=== lf_add_arbiter ===
==> lf_add_arbiter/clock_nets.png <==
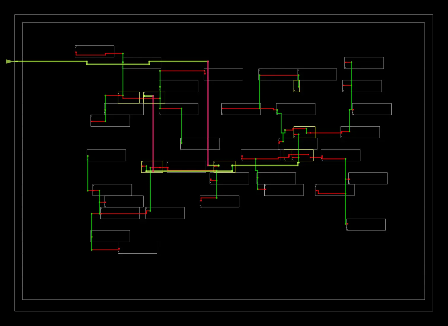

--- src/rtl/lf_add_pkg.sv ---
// Shared types, default sizes and the round-robin winner function for the
// shared Ladner-Fischer adder arbiter.
package lf_add_pkg;

    typedef enum logic [1:0] {
        IDLE = 2'd0,
        EXEC = 2'd1,
        RESP = 2'd2
    } state_t;

    localparam int DEFAULT_W    = 8;
    localparam int DEFAULT_NREQ = 4;
    // Widest request vector the winner function handles.
    localparam int MAX_NREQ     = 8;

    // One-hot winner among req, searching upward from ptr and wrapping at nreq.
    function automatic logic [MAX_NREQ-1:0] rr_pick(
        input logic [MAX_NREQ-1:0] req,
        input logic [2:0]          ptr,
        input int                  nreq
    );
        logic [MAX_NREQ-1:0] win;
        logic                found;
        logic [2:0]          idx;
        win   = '0;
        found = 1'b0;
        for (int k = 0; k < MAX_NREQ; k++) begin
            idx = 3'((int'(ptr) + k) % nreq);
            if (!found && (k < nreq) && req[idx]) begin
                win[idx] = 1'b1;
                found    = 1'b1;
            end
        end
        return win;
    endfunction

endpackage

--- src/rtl/lf_add_arbiter_core.sv ---
// W-bit combinational Ladner-Fischer adder with carry-in and carry-out.
// The carry-in is folded into bit 0's generate so the prefix tree delivers
// the true carry out of every bit position.
module lf_adder_core #(
    parameter int W = 8
) (
    input  logic [W-1:0] a,
    input  logic [W-1:0] b,
    input  logic         cin,
    output logic [W-1:0] sum,
    output logic         cout
);
    localparam int LV = (W > 1) ? $clog2(W) : 1;

    logic [W-1:0] g;
    logic [W-1:0] p;

    genvar gi, li;

    for (gi = 0; gi < W; gi++) begin : bit_gp
        assign g[gi] = a[gi] & b[gi];
        assign p[gi] = a[gi] ^ b[gi];
    end

    // Prefix levels: at level li every bit whose (li-1)-th index bit is set
    // merges with the top bit of the lower half of its block.
    for (li = 0; li <= LV; li++) begin : lvl
        logic [W-1:0] gs;
        logic [W-1:0] ps;
        if (li == 0) begin : base
            assign gs = {g[W-1:1], g[0] | (p[0] & cin)};
            assign ps = p;
        end else begin : merge
            for (gi = 0; gi < W; gi++) begin : node
                if (((gi >> (li - 1)) & 1) == 1) begin : op
                    localparam int J = ((gi >> (li - 1)) << (li - 1)) - 1;
                    assign gs[gi] = lvl[li-1].gs[gi] | (lvl[li-1].ps[gi] & lvl[li-1].gs[J]);
                    assign ps[gi] = lvl[li-1].ps[gi] & lvl[li-1].ps[J];
                end else begin : pass
                    assign gs[gi] = lvl[li-1].gs[gi];
                    assign ps[gi] = lvl[li-1].ps[gi];
                end
            end
        end
    end

    logic [W-1:0] carry_in_vec;
    if (W > 1) begin : cv_wide
        assign carry_in_vec = {lvl[LV].gs[W-2:0], cin};
    end else begin : cv_one
        assign carry_in_vec = cin;
    end

    assign sum  = p ^ carry_in_vec;
    assign cout = lvl[LV].gs[W-1];

    // Final-level group propagates have no consumer.
    logic unused_ps;
    assign unused_ps = ^lvl[LV].ps;

endmodule

--- src/rtl/lf_add_arbiter.sv ---
// Round-robin arbiter/sequencer sharing one Ladner-Fischer adder core among
// NREQ requesters. Optional word chaining is enabled by defining
// LF_ARB_CHAIN_EN: a requester whose word is not last keeps the grant and its
// next word takes the previous carry-out as carry-in.
module lf_add_arbiter
    import lf_add_pkg::*;
#(
    parameter int NREQ = DEFAULT_NREQ,
    parameter int W    = DEFAULT_W,
    parameter int IDW  = $clog2(NREQ)
) (
    input  logic              clk,
    input  logic              rst_n,
    input  logic [NREQ-1:0]   req_valid,
    input  logic [NREQ*W-1:0] req_a,
    input  logic [NREQ*W-1:0] req_b,
    input  logic [NREQ-1:0]   req_cin,
    input  logic [NREQ-1:0]   req_last,
    output logic [NREQ-1:0]   req_ready,
    output logic              rsp_valid,
    input  logic              rsp_ready,
    output logic [IDW-1:0]    rsp_id,
    output logic [W:0]        rsp_sum,
    output logic              busy
);

    state_t         state_reg, state_next;
    logic [IDW-1:0] ptr_reg;
    logic [IDW-1:0] id_reg;
    logic [IDW-1:0] rsp_id_reg;
    logic [W-1:0]   a_reg, b_reg;
    logic           cin_reg;
    logic [W:0]     sum_reg;
    logic [W:0]     core_sum;

    logic [W-1:0]   op_a [NREQ];
    logic [W-1:0]   op_b [NREQ];

    genvar gi;
    for (gi = 0; gi < NREQ; gi++) begin : unpack
        assign op_a[gi] = req_a[gi*W +: W];
        assign op_b[gi] = req_b[gi*W +: W];
    end

    logic                locked;
`ifdef LF_ARB_CHAIN_EN
    logic                lock_reg;
    assign locked = lock_reg;
`else
    assign locked = 1'b0;
    logic unused_last;
    assign unused_last = ^req_last;
`endif

    logic [IDW-1:0]      id_inc;
    logic [IDW-1:0]      ptr_eff;
    logic [NREQ-1:0]     req_mask;
    logic [MAX_NREQ-1:0] win_full;
    logic                grant_ok;
    logic [NREQ-1:0]     grant;
    logic                fire;
    logic [IDW-1:0]      gid;
    logic                sel_cin;

    assign id_inc = (id_reg == IDW'(NREQ - 1)) ? '0 : id_reg + 1'b1;

    // Arbitration: pick the round-robin winner; while a response is being
    // accepted the search already starts just past the responding requester.
    always_comb begin
        req_mask = req_valid;
        if (locked) begin
            req_mask = req_valid & ({{(NREQ-1){1'b0}}, 1'b1} << id_reg);
        end
        ptr_eff = ptr_reg;
        if (state_reg == RESP && !locked) begin
            ptr_eff = id_inc;
        end
        win_full = rr_pick(MAX_NREQ'(req_mask), 3'(ptr_eff), NREQ);
        grant_ok = rst_n && ((state_reg == IDLE) || (state_reg == RESP && rsp_ready));
        grant    = grant_ok ? win_full[NREQ-1:0] : '0;
        fire     = |grant;
        gid      = '0;
        for (int i = 0; i < NREQ; i++) begin
            if (grant[i]) begin
                gid = IDW'(i);
            end
        end
        sel_cin = locked ? sum_reg[W] : req_cin[gid];
    end

    logic unused_win;
    assign unused_win = ^win_full;

    // Next-state logic for the IDLE -> EXEC -> RESP sequence.
    always_comb begin
        state_next = state_reg;
        case (state_reg)
            IDLE:    if (fire) state_next = EXEC;
            EXEC:    state_next = RESP;
            RESP:    if (rsp_ready) state_next = fire ? EXEC : IDLE;
            default: state_next = IDLE;
        endcase
    end

    // State, operand capture, result and pointer registers.
    always_ff @(posedge clk or negedge rst_n) begin
        if (!rst_n) begin
            state_reg  <= IDLE;
            ptr_reg    <= '0;
            id_reg     <= '0;
            rsp_id_reg <= '0;
            a_reg      <= '0;
            b_reg      <= '0;
            cin_reg    <= 1'b0;
            sum_reg    <= '0;
        end else begin
            state_reg <= state_next;
            if (fire) begin
                a_reg   <= op_a[gid];
                b_reg   <= op_b[gid];
                cin_reg <= sel_cin;
                id_reg  <= gid;
            end
            if (state_reg == EXEC) begin
                sum_reg    <= core_sum;
                rsp_id_reg <= id_reg;
            end
            if (state_reg == RESP && rsp_ready && !locked) begin
                ptr_reg <= id_inc;
            end
        end
    end

`ifdef LF_ARB_CHAIN_EN
    // Chain lock follows the last flag of each accepted word.
    always_ff @(posedge clk or negedge rst_n) begin
        if (!rst_n) begin
            lock_reg <= 1'b0;
        end else if (fire) begin
            lock_reg <= !req_last[gid];
        end
    end
`endif

    lf_adder_core #(.W(W)) u_core (
        .a    (a_reg),
        .b    (b_reg),
        .cin  (cin_reg),
        .sum  (core_sum[W-1:0]),
        .cout (core_sum[W])
    );

    assign req_ready = grant;
    assign rsp_valid = (state_reg == RESP);
    assign busy      = (state_reg != IDLE);
    assign rsp_sum   = sum_reg;
    assign rsp_id    = rsp_id_reg;

endmodule

--- config.mk ---
export PLATFORM = sky130hd
export DESIGN_NAME = lf_add_arbiter
export DESIGN_NICKNAME = d
export VERILOG_FILES = /design/src/rtl/lf_add_pkg.sv /design/src/rtl/lf_add_arbiter_core.sv /design/src/rtl/lf_add_arbiter.sv
export SDC_FILE = /design/constraint.sdc
export NUM_CORES = 1
export LEC_CHECK = 0
export CORE_ASPECT_RATIO = 0.7
export CORE_MARGIN = 1.5
export CORE_UTILIZATION = 40
export DETAILED_ROUTE_END_ITERATION = 6
export GPL_ROUTABILITY_DRIVEN = 0
export GPL_TIMING_DRIVEN = 0
export PLACE_DENSITY = 0.85
export SYNTH_ARGS = -nofsm -noshare
export SYNTH_HDL_FRONTEND = slang
export SYNTH_SLANG_ARGS = --single-unit
--- constraint.sdc ---
create_clock -name clk -period 8.3 [get_ports clk]
set_input_delay 0.83 -clock clk [delete_from_list [all_inputs] [get_ports clk]]
set_output_delay 0.83 -clock clk [all_outputs]
set_load 0.02 [all_outputs]
=== hdlverifier_capture_readout ===
## src/rtl/hdlverifier_capture_readout.sv

```systemverilog
// Capture-RAM readout engine: streams captured words LSB-first on tdo under TAP shift-DR control.
// The next word is prefetched while the current one shifts, so consecutive words leave no gap.
module hdlverifier_capture_readout #(
    parameter int DATA_WIDTH = 8,
    parameter int ADDR_WIDTH = 5
) (
    input  logic                  tck,
    input  logic                  reset_n,
    input  logic                  start,
    input  logic                  abort,
    input  logic                  flag_full,
    input  logic [ADDR_WIDTH:0]   num_words,
    input  logic                  shift,
    output logic                  rd,
    output logic [ADDR_WIDTH-1:0] raddr,
    input  logic [DATA_WIDTH-1:0] rd_data,
    output logic                  tdo,
    output logic                  busy,
    output logic                  done,
    output logic                  start_err,
    output logic [15:0]           bitcount
);
    localparam int BIT_W = $clog2(DATA_WIDTH);
    localparam logic [BIT_W-1:0]    BIT_LAST = BIT_W'(DATA_WIDTH - 1);
    localparam logic [ADDR_WIDTH:0] DEPTH    = {1'b1, {ADDR_WIDTH{1'b0}}};

    localparam logic [1:0] ST_IDLE  = 2'd0;
    localparam logic [1:0] ST_FETCH = 2'd1;
    localparam logic [1:0] ST_SHIFT = 2'd2;
    localparam logic [1:0] ST_DONE  = 2'd3;

    logic [1:0]            state_q, state_d;
    logic                  rd_q, rd_d;
    logic [ADDR_WIDTH-1:0] raddr_q, raddr_d;
    logic [15:0]           bitcount_q, bitcount_d;
    logic [DATA_WIDTH-1:0] sreg_q, sreg_d;
    logic [DATA_WIDTH-1:0] pref_q, pref_d;
    logic [ADDR_WIDTH:0]   count_q, count_d;
    logic [ADDR_WIDTH:0]   word_q, word_d;
    logic [BIT_W-1:0]      bit_q, bit_d;
    logic                  pf_arm_q, pf_arm_d;
    logic                  start_err_q, start_err_d;
    logic                  last_word;

    assign last_word = (word_q == count_q - 1'b1);

    always_comb begin
        state_d     = state_q;
        rd_d        = 1'b0;
        raddr_d     = raddr_q;
        bitcount_d  = bitcount_q;
        sreg_d      = sreg_q;
        pref_d      = pref_q;
        count_d     = count_q;
        word_d      = word_q;
        bit_d       = bit_q;
        pf_arm_d    = 1'b0;
        start_err_d = 1'b0;

        // RAM answers one cycle after it samples rd; capture independently of shift
        if (pf_arm_q) begin
            pref_d = rd_data;
        end

        if (abort) begin
            state_d = ST_IDLE;
        end else begin
            case (state_q)
                ST_IDLE: begin
                    if (start) begin
                        if (flag_full && (num_words != '0)) begin
                            state_d    = ST_FETCH;
                            rd_d       = 1'b1;
                            raddr_d    = '0;
                            bitcount_d = '0;
                            count_d    = (num_words > DEPTH) ? DEPTH : num_words;
                            word_d     = '0;
                            bit_d      = '0;
                        end else begin
                            start_err_d = 1'b1;
                        end
                    end
                end
                ST_FETCH: begin
                    // rd_q still high means the RAM has not answered yet
                    if (!rd_q) begin
                        sreg_d  = rd_data;
                        state_d = ST_SHIFT;
                    end
                end
                ST_SHIFT: begin
                    pf_arm_d = rd_q;
                    if (shift) begin
                        sreg_d     = sreg_q >> 1;
                        bitcount_d = (bitcount_q == 16'hFFFF) ? bitcount_q : bitcount_q + 16'd1;
                        if ((bit_q == '0) && !last_word) begin
                            rd_d    = 1'b1;
                            raddr_d = raddr_q + 1'b1;
                        end
                        if (bit_q == BIT_LAST) begin
                            bit_d = '0;
                            if (last_word) begin
                                state_d = ST_DONE;
                            end else begin
                                sreg_d = pref_q;
                                word_d = word_q + 1'b1;
                            end
                        end else begin
                            bit_d = bit_q + 1'b1;
                        end
                    end
                end
                default: begin
                    state_d = ST_IDLE;
                end
            endcase
        end
    end

    always_ff @(posedge tck or negedge reset_n) begin
        if (!reset_n) begin
            state_q     <= ST_IDLE;
            rd_q        <= 1'b0;
            raddr_q     <= '0;
            bitcount_q  <= '0;
            sreg_q      <= '0;
            pref_q      <= '0;
            count_q     <= '0;
            word_q      <= '0;
            bit_q       <= '0;
            pf_arm_q    <= 1'b0;
            start_err_q <= 1'b0;
        end else begin
            state_q     <= state_d;
            rd_q        <= rd_d;
            raddr_q     <= raddr_d;
            bitcount_q  <= bitcount_d;
            sreg_q      <= sreg_d;
            pref_q      <= pref_d;
            count_q     <= count_d;
            word_q      <= word_d;
            bit_q       <= bit_d;
            pf_arm_q    <= pf_arm_d;
            start_err_q <= start_err_d;
        end
    end

    assign rd        = rd_q;
    assign raddr     = raddr_q;
    assign bitcount  = bitcount_q;
    assign start_err = start_err_q;
    assign busy      = (state_q == ST_FETCH) || (state_q == ST_SHIFT);
    assign done      = (state_q == ST_DONE);
    assign tdo       = (state_q == ST_SHIFT) && sreg_q[0];

endmodule

```

## config.mk

```make
export PLATFORM = sky130hd
export DESIGN_NAME = hdlverifier_capture_readout
export DESIGN_NICKNAME = d
export VERILOG_FILES = /design/src/rtl/hdlverifier_capture_readout.sv
export SDC_FILE = /design/constraint.sdc
export NUM_CORES = 1
export LEC_CHECK = 0
export CAP_MARGIN = 10
export CORE_MARGIN = 4
export CORE_UTILIZATION = 24
export CTS_CLUSTER_DIAMETER = 60
export DETAILED_ROUTE_END_ITERATION = 12
export HOLD_SLACK_MARGIN = 0.06
export PLACE_DENSITY_LB_ADDON = 0.05
export REMOVE_ABC_BUFFERS = 1
export SLEW_MARGIN = 20
export SYNTH_ARGS = -nofsm -noshare
export SYNTH_HDL_FRONTEND = slang
export SYNTH_SLANG_ARGS = --single-unit
export TNS_END_PERCENT = 5
```

## constraint.sdc

```tcl
create_clock -name tck -period 3.7 [get_ports tck]
set_clock_uncertainty 0.05 [all_clocks]
set_input_delay 0.555 -clock tck [delete_from_list [all_inputs] [get_ports tck]]
set_output_delay 0.555 -clock tck [all_outputs]
set_load 0.05 [all_outputs]
```

=== module_spi_master_multi ===
`src/rtl/module_spi_master_multi.sv`:
```
// module_spi_master_multi: bus-mapped SPI master with a word buffer and multi-word burst engine.
// Define SPI_LOOPBACK_EN to make ctrl[8] writable and route mosi back into the receive path.
module module_spi_master_multi #(
    parameter int DATA_W  = 8,
    parameter int DEPTH   = 16,
    parameter int N_CS    = 4,
    parameter int CLK_DIV = 4
) (
    input  logic                     clk_i,
    input  logic                     rst_i,
    input  logic                     we_i,
    input  logic                     reg_sel_i,
    input  logic [$clog2(DEPTH)-1:0] addr_i,
    input  logic [31:0]              data_i,
    output logic [31:0]              data_o,
    input  logic                     miso_i,
    output logic                     mosi_o,
    output logic                     sck_o,
    output logic [N_CS-1:0]          cs_o,
    output logic                     busy_o,
    output logic                     done_o
);
`ifdef SPI_LOOPBACK_EN
    localparam bit LB_EN = 1'b1;
`else
    localparam bit LB_EN = 1'b0;
`endif
    localparam int AW = $clog2(DEPTH);
    localparam int HW = $clog2(2 * DATA_W);
    localparam int CW = $clog2(CLK_DIV + 1);

    typedef enum logic [2:0] {IDLE, CS_SETUP, SHIFT, NEXT, CS_HOLD} state_t;
    state_t state, state_n;

    logic              send, all_ones, cpha, cpol, lb;
    logic [3:0]        cs_sel;
    logic [7:0]        n_end, n_rx;
    logic [DATA_W-1:0] mem [DEPTH];
    logic [DATA_W-1:0] sr, rx, word;
    logic [AW-1:0]     idx, idx_n;
    logic [HW-1:0]     hc;
    logic [CW-1:0]     cnt;
    logic              fin, tick, last_half, more, samp, cs_ok;
    logic [31:0]       ctrl;
    logic              unused;

    assign unused = ^{data_i[31:24], data_i[15:9]};

    always_comb begin
        tick      = cnt == CW'(CLK_DIV - 1);
        last_half = hc == HW'(2 * DATA_W - 1);
        more      = idx != n_end[AW-1:0];
        idx_n     = idx + 1'b1;
        cs_ok     = 32'(cs_sel) < N_CS;
        // the next word is fetched one slot ahead while NEXT retires the current one
        word      = all_ones ? '1 : mem[state == IDLE ? '0 : idx_n];
        samp      = (LB_EN && lb) ? mosi_o : miso_i;
        ctrl      = {n_rx, n_end, 7'd0, lb, cs_sel, cpol, cpha, all_ones, send};
        busy_o    = send || state != IDLE;
        cs_o      = (state != IDLE) ? ~(N_CS'(1) << cs_sel) : '1;
        data_o    = reg_sel_i ? 32'(mem[addr_i]) : ctrl;
        state_n   = state;
        unique case (state)
            IDLE:     state_n = (send && cs_ok) ? CS_SETUP : IDLE;
            CS_SETUP: state_n = tick ? SHIFT : CS_SETUP;
            SHIFT:    state_n = (tick && last_half) ? NEXT : SHIFT;
            NEXT:     state_n = more ? SHIFT : CS_HOLD;
            CS_HOLD:  state_n = tick ? IDLE : CS_HOLD;
            default:  state_n = IDLE;
        endcase
    end

    always_ff @(posedge clk_i or posedge rst_i) begin
        if (rst_i) state <= IDLE;
        else       state <= state_n;
    end

    always_ff @(posedge clk_i or posedge rst_i) begin
        if (rst_i) begin
            {send, all_ones, cpha, cpol, lb, cs_sel, n_end, n_rx} <= '0;
            for (int i = 0; i < DEPTH; i++) mem[i] <= '0;
            {sr, rx, idx, hc, cnt} <= '0;
            {sck_o, mosi_o, fin, done_o} <= '0;
        end else begin
            fin    <= 1'b0;
            done_o <= fin;
            cnt    <= (state == IDLE || state == NEXT || tick) ? '0 : cnt + 1'b1;
            unique case (state)
                IDLE: begin
                    sck_o <= cpol;
                    if (send) begin
                        {n_rx, idx, hc, rx} <= '0;
                        if (cs_ok) begin
                            mosi_o <= cpha ? 1'b0 : word[DATA_W-1];
                            sr     <= cpha ? word : word << 1;
                        end else begin
                            send <= 1'b0;
                            fin  <= 1'b1;
                        end
                    end else if (we_i && !reg_sel_i) begin
                        {n_end, lb, cs_sel, cpol, cpha, all_ones, send} <=
                            {data_i[23:16], data_i[8] & LB_EN, data_i[7:0]};
                    end else if (we_i) begin
                        mem[addr_i] <= data_i[DATA_W-1:0];
                    end
                end
                SHIFT: if (tick) begin
                    sck_o <= ~sck_o;
                    hc    <= last_half ? '0 : hc + 1'b1;
                    // even half-period ends on the leading edge; CPHA picks which edge samples
                    if (hc[0] == cpha) rx <= (rx << 1) | DATA_W'(samp);
                    else begin
                        mosi_o <= sr[DATA_W-1];
                        sr     <= sr << 1;
                    end
                end
                NEXT: begin
                    mem[idx] <= rx;
                    n_rx     <= n_rx + 1'b1;
                    idx      <= idx_n;
                    mosi_o   <= cpha ? 1'b0 : word[DATA_W-1];
                    sr       <= cpha ? word : word << 1;
                end
                CS_HOLD: if (tick) begin
                    send <= 1'b0;
                    fin  <= 1'b1;
                end
                default: ;
            endcase
        end
    end
endmodule

```
`config.mk`:
```
export PLATFORM = sky130hd
export DESIGN_NAME = module_spi_master_multi
export DESIGN_NICKNAME = d
export VERILOG_FILES = /design/src/rtl/module_spi_master_multi.sv
export SDC_FILE = /design/constraint.sdc
export NUM_CORES = 1
export LEC_CHECK = 0
export ABC_AREA = 0
export CAP_MARGIN = 25
export CORE_MARGIN = 8
export CORE_UTILIZATION = 50
export DETAILED_ROUTE_END_ITERATION = 6
export HOLD_SLACK_MARGIN = 0.03
export PLACE_DENSITY = 0.7
export SYNTH_ARGS = -nofsm -noshare
export SYNTH_HDL_FRONTEND = slang
export SYNTH_SLANG_ARGS = --single-unit
```
`constraint.sdc`:
```
create_clock -name clk_i -period 6.6 [get_ports clk_i]
set_input_delay 0.99 -clock clk_i [delete_from_list [all_inputs] [get_ports clk_i]]
set_output_delay 0.99 -clock clk_i [all_outputs]
set_load 0.005 [all_outputs]
```
=== writeback_unit_flat ===
==> config.mk <==
export PLATFORM = sky130hd
export DESIGN_NAME = writeback_unit_flat
export DESIGN_NICKNAME = d
export VERILOG_FILES = /design/src/rtl/writeback_unit_pkg.sv /design/src/rtl/writeback_unit_if.sv /design/src/rtl/writeback_unit_load_align.sv /design/src/rtl/writeback_unit.sv /design/src/flat_wrapper.sv
export SDC_FILE = /design/constraint.sdc
export NUM_CORES = 1
export LEC_CHECK = 0
export ABC_AREA = 1
export CORE_MARGIN = 2
export CORE_UTILIZATION = 54
export DETAILED_ROUTE_END_ITERATION = 10
export PLACE_DENSITY = 0.81
export SLEW_MARGIN = 20
export SYNTH_ARGS = -nofsm -noshare
export SYNTH_HDL_FRONTEND = slang
export SYNTH_SLANG_ARGS = --single-unit
==> constraint.sdc <==
create_clock -name clk -period 3.47 [get_ports clk]
set_clock_uncertainty 0.15 [all_clocks]
set_input_delay 0.694 -clock clk [delete_from_list [all_inputs] [get_ports clk]]
set_output_delay 0.694 -clock clk [all_outputs]
set_load 0.03 [all_outputs]
==> src/rtl/writeback_unit_pkg.sv <==
// rtl/writeback_unit_pkg.sv - shared types and constants for the writeback stage
package writeback_unit_pkg;

   // Kind of retire request arriving from the previous stage
   typedef enum logic [1:0] {
      WB_NONE = 2'd0,
      WB_ALU  = 2'd1,
      WB_LOAD = 2'd2
   } wb_kind_t;

   // Load width/sign encodings carried in funct3
   localparam logic [2:0] F3_LB  = 3'd0;
   localparam logic [2:0] F3_LH  = 3'd1;
   localparam logic [2:0] F3_LW  = 3'd2;
   localparam logic [2:0] F3_LBU = 3'd4;
   localparam logic [2:0] F3_LHU = 3'd5;

   typedef enum logic {
      ST_IDLE     = 1'b0,
      ST_WAIT_MEM = 1'b1
   } wb_state_t;

endpackage

==> src/rtl/writeback_unit_if.sv <==
// rtl/writeback_unit_if.sv - retire request and data-memory response bundle
interface writeback_unit_if #(
   parameter int XLEN = 32
) ();
   logic            i_valid;
   logic [1:0]      i_kind;
   logic [4:0]      i_rd;
   logic [XLEN-1:0] i_result;
   logic [2:0]      i_funct3;
   logic            o_ready;
   logic            i_mem_rvalid;
   logic [XLEN-1:0] i_mem_rdata;

   modport master (
      output i_valid, i_kind, i_rd, i_result, i_funct3, i_mem_rvalid, i_mem_rdata,
      input  o_ready
   );

   modport slave (
      input  i_valid, i_kind, i_rd, i_result, i_funct3, i_mem_rvalid, i_mem_rdata,
      output o_ready
   );
endinterface

==> src/rtl/writeback_unit_load_align.sv <==
// rtl/writeback_unit_load_align.sv - lane extraction and sign/zero extension of load data
module load_align
   import writeback_unit_pkg::*;
#(
   parameter int XLEN = 32
) (
   input  logic [XLEN-1:0] i_rdata,
   input  logic [1:0]      i_addr,
   input  logic [2:0]      i_funct3,
   output logic [XLEN-1:0] o_value,
   output logic            o_misaligned,
   output logic            o_illegal
);
   logic [7:0]  w_byte;
   logic [15:0] w_half;

   assign w_byte = i_rdata[{i_addr, 3'b000} +: 8];
   assign w_half = i_addr[1] ? i_rdata[31:16] : i_rdata[15:0];

   // Select lane by width, extend by sign flavour, flag bad alignment or encoding
   always_comb begin
      o_value      = i_rdata;
      o_misaligned = 1'b0;
      o_illegal    = 1'b0;
      case (i_funct3)
         F3_LB:  o_value = {{(XLEN-8){w_byte[7]}}, w_byte};
         F3_LBU: o_value = {{(XLEN-8){1'b0}}, w_byte};
         F3_LH: begin
            o_value      = {{(XLEN-16){w_half[15]}}, w_half};
            o_misaligned = i_addr[0];
         end
         F3_LHU: begin
            o_value      = {{(XLEN-16){1'b0}}, w_half};
            o_misaligned = i_addr[0];
         end
         F3_LW: begin
            o_value      = i_rdata;
            o_misaligned = |i_addr;
         end
         default: o_illegal = 1'b1;
      endcase
   end
endmodule

==> src/rtl/writeback_unit.sv <==
// rtl/writeback_unit.sv - register-file writeback stage with load wait, hold buffer and watchdog
module writeback_unit
   import writeback_unit_pkg::*;
#(
   parameter int XLEN    = 32,
   parameter int CNT_W   = 32,
   parameter int TIMEOUT = 255
) (
   input  logic             clk,
   input  logic             rst,
   writeback_unit_if.slave  req_if,
   output logic             o_wback,
   output logic [4:0]       o_wreg,
   output logic [XLEN-1:0]  o_wdata,
   output logic             o_fault,
   output logic [CNT_W-1:0] o_retired
);
   // Watchdog fires on the cycle its count would reach TIMEOUT
   localparam logic [31:0] WDOG_LAST = 32'(TIMEOUT - 1);

   wb_state_t        r_state, w_state_nx;
   logic [31:0]      r_wdog, w_wdog_nx;
   logic             r_wback, w_wback_nx;
   logic             r_fault, w_fault_nx;
   logic [4:0]       r_wreg, w_wreg_nx;
   logic [XLEN-1:0]  r_wdata, w_wdata_nx;
   logic [CNT_W-1:0] r_retired;
   logic             w_retire;

   logic             r_buf_vld, w_buf_vld_nx;
   logic             r_buf_wr, w_buf_wr_nx;
   logic [4:0]       r_buf_rd, w_buf_rd_nx;
   logic [XLEN-1:0]  r_buf_data, w_buf_data_nx;

   logic [4:0]       r_ld_rd, w_ld_rd_nx;
   logic [1:0]       r_ld_lane, w_ld_lane_nx;
   logic [2:0]       r_ld_f3, w_ld_f3_nx;

   logic [XLEN-1:0]  w_ld_value;
   logic             w_ld_misaligned;
   logic             w_ld_illegal;

   load_align #(.XLEN(XLEN)) u_align (
      .i_rdata      (req_if.i_mem_rdata),
      .i_addr       (r_ld_lane),
      .i_funct3     (r_ld_f3),
      .o_value      (w_ld_value),
      .o_misaligned (w_ld_misaligned),
      .o_illegal    (w_ld_illegal)
   );

   // A held ALU result blocks new requests for the one cycle it owns the write port
   assign req_if.o_ready = ((r_state == ST_IDLE) && !r_buf_vld) ||
                           ((r_state == ST_WAIT_MEM) && req_if.i_mem_rvalid);

   assign o_wback   = r_wback;
   assign o_wreg    = r_wreg;
   assign o_wdata   = r_wdata;
   assign o_fault   = r_fault;
   assign o_retired = r_retired;

   // Next-state, write-port and buffer decisions for the coming cycle
   always_comb begin
      w_state_nx    = r_state;
      w_wdog_nx     = r_wdog;
      w_wback_nx    = 1'b0;
      w_fault_nx    = 1'b0;
      w_wreg_nx     = r_wreg;
      w_wdata_nx    = r_wdata;
      w_retire      = 1'b0;
      w_buf_vld_nx  = 1'b0;
      w_buf_wr_nx   = r_buf_wr;
      w_buf_rd_nx   = r_buf_rd;
      w_buf_data_nx = r_buf_data;
      w_ld_rd_nx    = r_ld_rd;
      w_ld_lane_nx  = r_ld_lane;
      w_ld_f3_nx    = r_ld_f3;
      case (r_state)
         ST_IDLE: begin
            if (r_buf_vld) begin
               w_retire = 1'b1;
               if (r_buf_wr && (r_buf_rd != 5'd0)) begin
                  w_wback_nx = 1'b1;
                  w_wreg_nx  = r_buf_rd;
                  w_wdata_nx = r_buf_data;
               end
            end else if (req_if.i_valid) begin
               if (req_if.i_kind == WB_LOAD) begin
                  w_state_nx   = ST_WAIT_MEM;
                  w_wdog_nx    = 32'd0;
                  w_ld_rd_nx   = req_if.i_rd;
                  w_ld_lane_nx = req_if.i_result[1:0];
                  w_ld_f3_nx   = req_if.i_funct3;
               end else begin
                  w_retire = 1'b1;
                  if ((req_if.i_kind == WB_ALU) && (req_if.i_rd != 5'd0)) begin
                     w_wback_nx = 1'b1;
                     w_wreg_nx  = req_if.i_rd;
                     w_wdata_nx = req_if.i_result;
                  end
               end
            end
         end
         ST_WAIT_MEM: begin
            if (req_if.i_mem_rvalid) begin
               w_retire   = 1'b1;
               w_state_nx = ST_IDLE;
               if (w_ld_misaligned || w_ld_illegal) begin
                  w_fault_nx = 1'b1;
               end else if (r_ld_rd != 5'd0) begin
                  w_wback_nx = 1'b1;
                  w_wreg_nx  = r_ld_rd;
                  w_wdata_nx = w_ld_value;
               end
               if (req_if.i_valid) begin
                  if (req_if.i_kind == WB_LOAD) begin
                     w_state_nx   = ST_WAIT_MEM;
                     w_wdog_nx    = 32'd0;
                     w_ld_rd_nx   = req_if.i_rd;
                     w_ld_lane_nx = req_if.i_result[1:0];
                     w_ld_f3_nx   = req_if.i_funct3;
                  end else begin
                     w_buf_vld_nx  = 1'b1;
                     w_buf_wr_nx   = (req_if.i_kind == WB_ALU);
                     w_buf_rd_nx   = req_if.i_rd;
                     w_buf_data_nx = req_if.i_result;
                  end
               end
            end else if ((TIMEOUT != 0) && (r_wdog == WDOG_LAST)) begin
               w_retire   = 1'b1;
               w_fault_nx = 1'b1;
               w_state_nx = ST_IDLE;
            end else begin
               w_wdog_nx = r_wdog + 32'd1;
            end
         end
         default: w_state_nx = ST_IDLE;
      endcase
   end

   // Control state and output registers, cleared by reset from any state
   always_ff @(posedge clk) begin
      if (rst) begin
         r_state   <= ST_IDLE;
         r_wdog    <= 32'd0;
         r_buf_vld <= 1'b0;
         r_wback   <= 1'b0;
         r_fault   <= 1'b0;
         r_wreg    <= 5'd0;
         r_wdata   <= '0;
         r_retired <= '0;
      end else begin
         r_state   <= w_state_nx;
         r_wdog    <= w_wdog_nx;
         r_buf_vld <= w_buf_vld_nx;
         r_wback   <= w_wback_nx;
         r_fault   <= w_fault_nx;
         r_wreg    <= w_wreg_nx;
         r_wdata   <= w_wdata_nx;
         if (w_retire) r_retired <= r_retired + {{(CNT_W-1){1'b0}}, 1'b1};
      end
   end

   // Payload of the pending load and the held ALU request; only read when marked valid
   always_ff @(posedge clk) begin
      r_buf_wr   <= w_buf_wr_nx;
      r_buf_rd   <= w_buf_rd_nx;
      r_buf_data <= w_buf_data_nx;
      r_ld_rd    <= w_ld_rd_nx;
      r_ld_lane  <= w_ld_lane_nx;
      r_ld_f3    <= w_ld_f3_nx;
   end
endmodule
==> src/flat_wrapper.sv <==
// flat-port wrapper written by rule: the top's interface ports become plain ports
module writeback_unit_flat import writeback_unit_pkg::*;
#(
   parameter int XLEN    = 32,
   parameter int CNT_W   = 32,
   parameter int TIMEOUT = 255
)
  (clk, rst, o_wback, o_wreg, o_wdata, o_fault, o_retired, req_if_i_valid, req_if_i_kind, req_if_i_rd, req_if_i_result, req_if_i_funct3, req_if_i_mem_rvalid, req_if_i_mem_rdata, req_if_o_ready);
  writeback_unit_if #(.XLEN(XLEN)) req_if_i ();
  input  logic clk;
  input  logic rst;
  output logic o_wback;
  output logic [4:0] o_wreg;
  output logic [XLEN-1:0] o_wdata;
  output logic o_fault;
  output logic [CNT_W-1:0] o_retired;
  input wire logic [$bits(req_if_i.i_valid)-1:0] req_if_i_valid;
  input wire logic [$bits(req_if_i.i_kind)-1:0] req_if_i_kind;
  input wire logic [$bits(req_if_i.i_rd)-1:0] req_if_i_rd;
  input wire logic [$bits(req_if_i.i_result)-1:0] req_if_i_result;
  input wire logic [$bits(req_if_i.i_funct3)-1:0] req_if_i_funct3;
  input wire logic [$bits(req_if_i.i_mem_rvalid)-1:0] req_if_i_mem_rvalid;
  input wire logic [$bits(req_if_i.i_mem_rdata)-1:0] req_if_i_mem_rdata;
  output wire logic [$bits(req_if_i.o_ready)-1:0] req_if_o_ready;
  assign req_if_i.i_valid = req_if_i_valid;
  assign req_if_i.i_kind = req_if_i_kind;
  assign req_if_i.i_rd = req_if_i_rd;
  assign req_if_i.i_result = req_if_i_result;
  assign req_if_i.i_funct3 = req_if_i_funct3;
  assign req_if_i.i_mem_rvalid = req_if_i_mem_rvalid;
  assign req_if_i.i_mem_rdata = req_if_i_mem_rdata;
  assign req_if_o_ready = req_if_i.o_ready;
  writeback_unit #(.XLEN(XLEN), .CNT_W(CNT_W), .TIMEOUT(TIMEOUT)) u_core (.clk(clk), .rst(rst), .req_if(req_if_i), .o_wback(o_wback), .o_wreg(o_wreg), .o_wdata(o_wdata), .o_fault(o_fault), .o_retired(o_retired));
endmodule
==> hdlverifier_capture_readout/class_map.png <==
Bar = 50 µm.
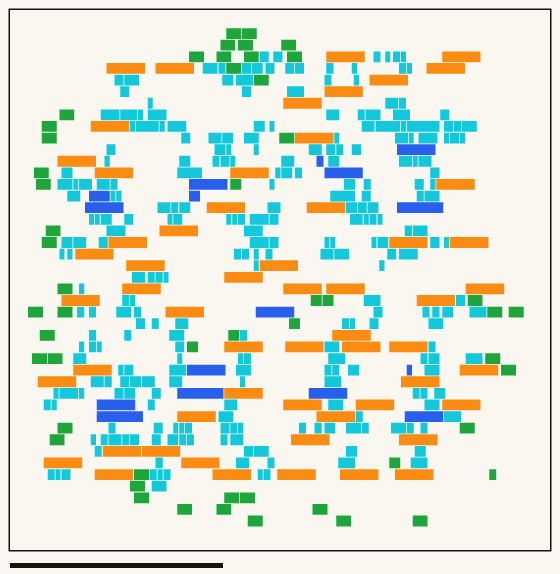
colour	class	cells	share of their area
blue	clock drivers and dummy loads	16	8.4%
orange	registers	57	35%
cyan	remaining logic cells	275	45%
green	remaining buffers and delay cells	52	12%

==> hdlverifier_capture_readout/floorplan.png <==
Pins as bars on the die edge.
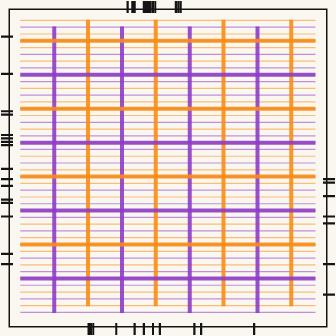
colour	net
purple	VSS
orange	VDD
met4 straps	8
met5 straps	8
met1 rails	44

==> run notes, hdlverifier_capture_readout <==
In the synthesized netlist, the number of instances is 352. For this run, combinational gates with multiple inputs come to 263. The run finished with clean final reports. The count of nets left with antenna violations after detail routing came out at 0. The final core area utilization is 31.39%, and the worst relative slew slack is 58.56%. The clock latency on the worst-skew pair is 330 ps, and the number of vias per cell after detailed routing is 4.705. Per the layout area report, the combinational gate area comes to 1800 µm². In this run, the number of DRC markers left after iteration 0 of detailed routing was 113. The run gives 6.340% for the proportion of synthesized area in mux cells. STA classifies the critical path startpoint as a flip-flop. The class of the most critical setup path was flip-flop to primary output. Share of the core filled by cells before placement: 24.41%. For the least setup slack across all paths after layout, the log shows 797.1 ps.
==> hdlverifier_capture_readout: power by group <==
group          total [mW]  internal (mW)  leakage [nW]  switching (mW)
Sequential          0.929          0.782         0.772           0.146
Combinational        1.01          0.395         0.910           0.611
Clock               0.981          0.675         0.166           0.306
==> hdlverifier_capture_readout: registers in the layout, summed over array words and instances (netlist names), 2 cells and up <==
signal	flops
state_q	2
sreg_q	8
count_q	6
word_q	6
bitcount	16
pref_q	8
bit_q	3
raddr	5
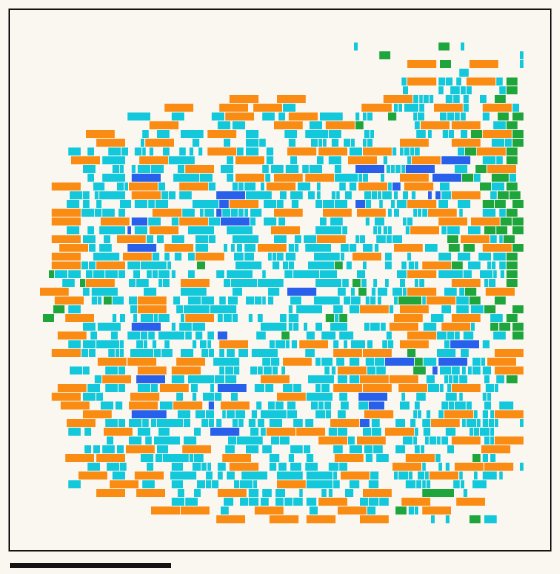
(module_spi_master_multi/class_map.png)
Bar = 50 µm.
colour	class	cells	share of their area
blue	clock drivers and dummy loads	31	4.5%
green	remaining buffers and delay cells	74	5.9%
cyan	remaining logic cells	816	52%
orange	registers	186	38%
total core area: 22640 µm²
sequential share of cell area: 36.48%

==> module_spi_master_multi/clock_nets.png <==
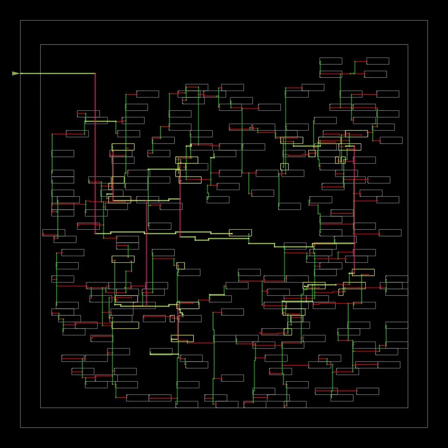
Worst-Skew Late Latency: 450 ps
clock buffer instance count of the final layout: 21

==> run notes, module_spi_master_multi <==
The global-route usage over all layers was 26.55%; the number of buffers between clock root and the deepest sink was 2. The final power report lists total power as 2.278 mW. The residual DRC count came out at 0. In the final run the clock tree shows a worst skew of 8.501 ps. Of the total power, the share spent switching nets is 24.60%. Entering global routing, the biggest net connects 140 pins.

Counting flops and latches in the post-synthesis netlist gives 186. Looking at the reg2reg group, the worst path ends at sr[2]. Listed in order, past its start point the critical path passes buf_2 > buf_4 > mux4_2 > mux4_2 > mux2_2 > clkdlybuf4s50_1. The first global-routing pass estimated 58.08 mm of wire.

Per the post-CTS timing run, clock transition at the registers of the reported paths is 70 ps. The run gives 186 for the clock sink total. The run finished with clean final reports.

In this run the count of I/O pins placed on the die edge is 81. The power in combinational cells is 0.123 mW. STA reports the tightest min-delay check as being of type flip-flop to flip-flop.

The register containing the most flip-flops in the final layout was mem.
## module_spi_master_multi: final cells by class
| class | count | area, µm² |
|---|---|---|
| flip-flops and latches | 186 | 4656 |
| clock inverters | 10 | 92.59 |
| multi-input cells | 802 | 6409 |
| fillers | 1937 | 9877 |
| inverters | 14 | 60.06 |
| well taps | 285 | 356.6 |
| clock buffers | 21 | 460.4 |
| repair buffers | 74 | 729.5 |
## module_spi_master_multi: routing by layer
metal,global-route usage (%),vias to the layer above
li1,-,4190
met1,36.31,4874
met2,37.25,690
met3,7.501,114
met4,14.83,0
met5,0,-
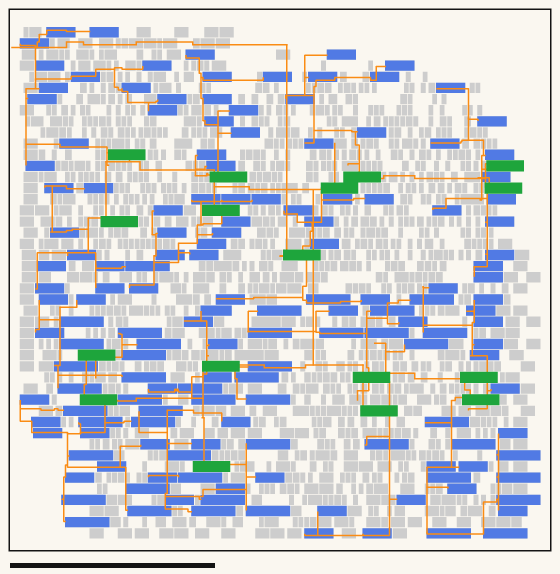
(writeback_unit_flat/clock_wires.png)
Bar = 50 µm.
[blue] flip-flops | count: 153
[orange] clock wires | length: 1930 µm
[green] clock-net drivers | count: 17
flops lie	spread over the die

==> run notes, writeback_unit_flat <==
The number of DRC violations after detailed-routing iteration 0 came out at 786. The routed layout has 8956 vias. The number of setup buffers added after CTS is 0.

The class of the most critical setup path is input port to primary output. In the final layout, excluding clock buffers the buffer count is 162. In the final layout, the share of cells above drive strength 1 is 6.528%. The critical path contains buffers and inverters numbering 2 combined.

The flip-flop and latch count after synthesis was 153; the number of standard cells reported by yosys was 1305. The combinational power reported by the tool is 0.519 mW. For the number of filler cells placed in the layout, the log shows 1376. The path depth of the worst reg2reg path was 6.

The launching instance or port of the critical path is req_if_i_mem_rvalid. TritonCTS built the clock tree. The run gives 0.9888 as the final RePlAce weighted congestion. The library cell occupying the most area in the post-synthesis netlist was sky130_fd_sc_hd__dfxtp_1. The OpenROAD report gives the critical path a required time of 2630 ps. Entering global routing, the biggest net connects 48 pins. Class of the worst hold path: flip-flop to flip-flop. The flow ran to the end, and the final reports show no timing, DRC or antenna violations.

Between the synthesized netlist and the finished layout, the area growth was recorded as 23.91%. Detailed routing placed a total of 1.896 mm of wire on met3. Detailed-router iteration count before antenna repair: 5. The number of clock buffers added by TritonCTS is 17. The highest-power group was registers.

Static timing analysis puts the maximum clock frequency at 321.5 MHz. The tools report the critical path endpoint category as a primary output. Per the OpenROAD timing report, the critical path contains 4 cells.
[writeback_unit_flat: per-layer routing]
metal / vias to the layer above / global-route usage [%]
met5: - / 0
met4: 2 / 8.937
met3: 45 / 6.151
met2: 368 / 44.94
met1: 4095 / 38.41
li1: 4446 / -
[writeback_unit_flat: logic make-up (layout without fill, tap and decap cells)]
logic type	Yosys count	after routing	synth area share [%]
AND/OR/NAND/NOR	710	710	33.26
multiplexers	6	6	0.6796
AND-OR/OR-AND	217	217	13.92
buffers and inverters	197	332	9.741
adder cells (fa/ha/maj)	3	3	0.4248
flip-flops	153	153	40.10
XOR/XNOR	19	19	1.883
==> lf_add_arbiter/clock_wires.png <==
Bar = 20 µm.
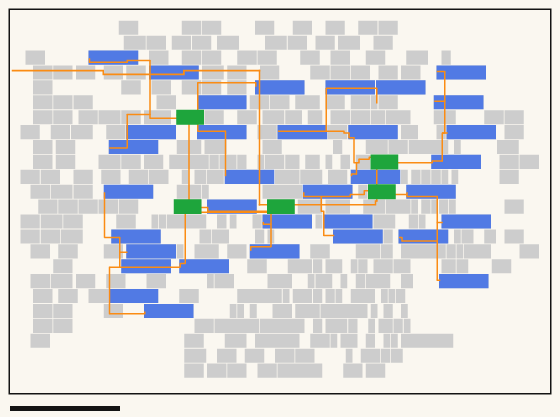
[green] clock-net drivers | count: 5
[orange] clock wires | length: 450 µm
[blue] flip-flops | count: 34
routed clock nets	6

About lf_add_arbiter/clock_nets.png:
Inserted Clock Buffers: 5
Worst-Skew Late Latency: 280 ps

==> run notes, lf_add_arbiter <==
The run finished with clean final reports. The largest non-sequential cell family by area was multiplexers. The logs give 3.023 mm for the detailed-routed wire length on met2 and 34 for the clock sink total. Once layout is complete, the utilization of the core stands at 59.02%. The proportion of synthesized area in mux cells was 34.12%. TritonRoute reported its final design rule violation total as 0. Per the GRT congestion report, total overflow comes to 0. The largest share of the power goes to combinational cells. The highest-utilization routing layer at the global route stage was met2.

Once iteration 0 of detailed routing completed, the report listed 66 DRC markers. Walking the worst path, the cells encountered are ha_1 > mux2i_1 > ha_1 > mux4_2 > nor4b_4 > nand2_2 > a21oi_1 > clkdlybuf4s50_1. The synthesized netlist devotes 1.371% of its cell area to XOR and XNOR gates. During I/O placement, the number of pins put on the boundary was 96. Internal power comes to 0.8591 mW. The non-clock buffering overhead in the final layout is 26.46%, and the peak fanout along the critical path is 7.

Setup repair after global routing left no endpoint under its margin. The clock passes through at most 2 buffers. The pin closest to its max-slew limit shows a slew of 776.9 ps. With the clock period minus final worst setup slack at 4617 ps, the total number of H-tree levels is 2.
==> lf_add_arbiter: synth_stat cells (all sizes together) <==
cell,n
mux4,5
o21bai,2
nor2,7
a2bb2oi,2
clkbuf,2
nand3,3
a22o,2
xor2,2
dfrtp,34
nand2,16
nand3b,1
a221oi,2
nor2b,3
a21o,3
ha,15
a31oi,1
nand2b,2
nor4b,1
buf,8
or2,2
o221a,1
xnor2,2
mux2,21
o21ai,12
a21oi,7
o211ai,1
mux2i,51
fa,4
inv,15

==> notes/layouts.md <==
Pictures saved along the way, in no particular order.

Signal wires by layer.
Two of the layers only.
picture 1
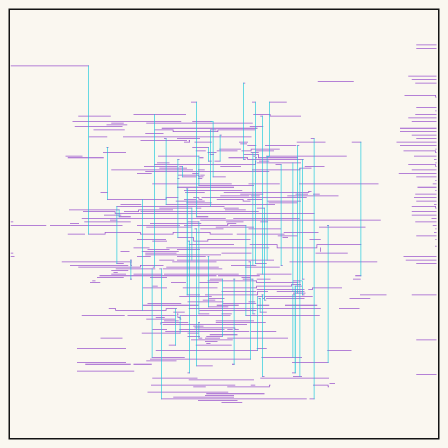
picture 2
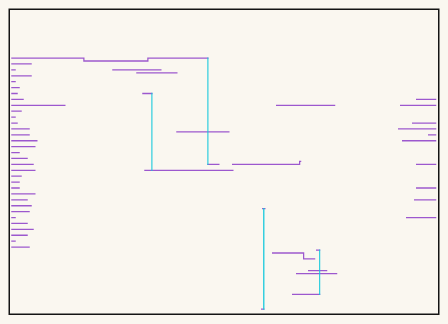
picture 3
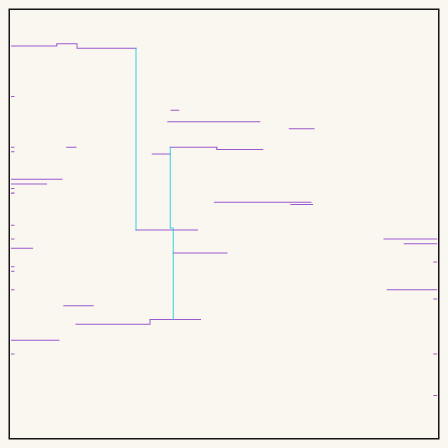
picture 4
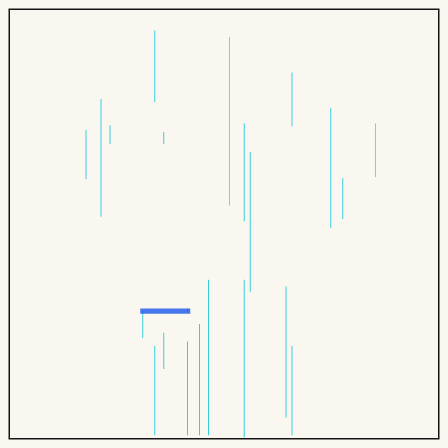
Picture 3 is hdlverifier_capture_readout.
Picture 4 is writeback_unit_flat.
Picture 1 is module_spi_master_multi.
Picture 2 is lf_add_arbiter.



==> screenshots <==
Power grid.
Pins as bars on the die edge.
panel A
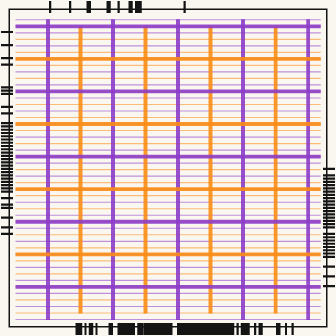
panel B
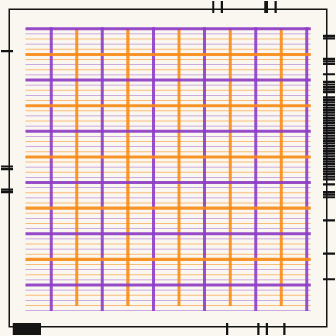
panel C
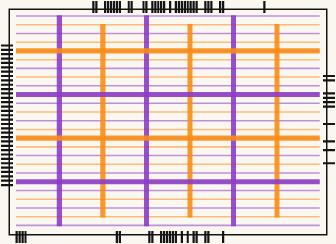
The one with the largest die is panel B.
The one with the smallest die is panel C.
| from | picture |
|---|---|
| module_spi_master_multi | panel B |
| lf_add_arbiter | panel C |
| writeback_unit_flat | panel A |

Key to panel C:
colour	net
orange	VDD
purple	VSS
signal pins	96
met1 rails	25

No activity file was given, so power comes from the tool's default toggle rates.
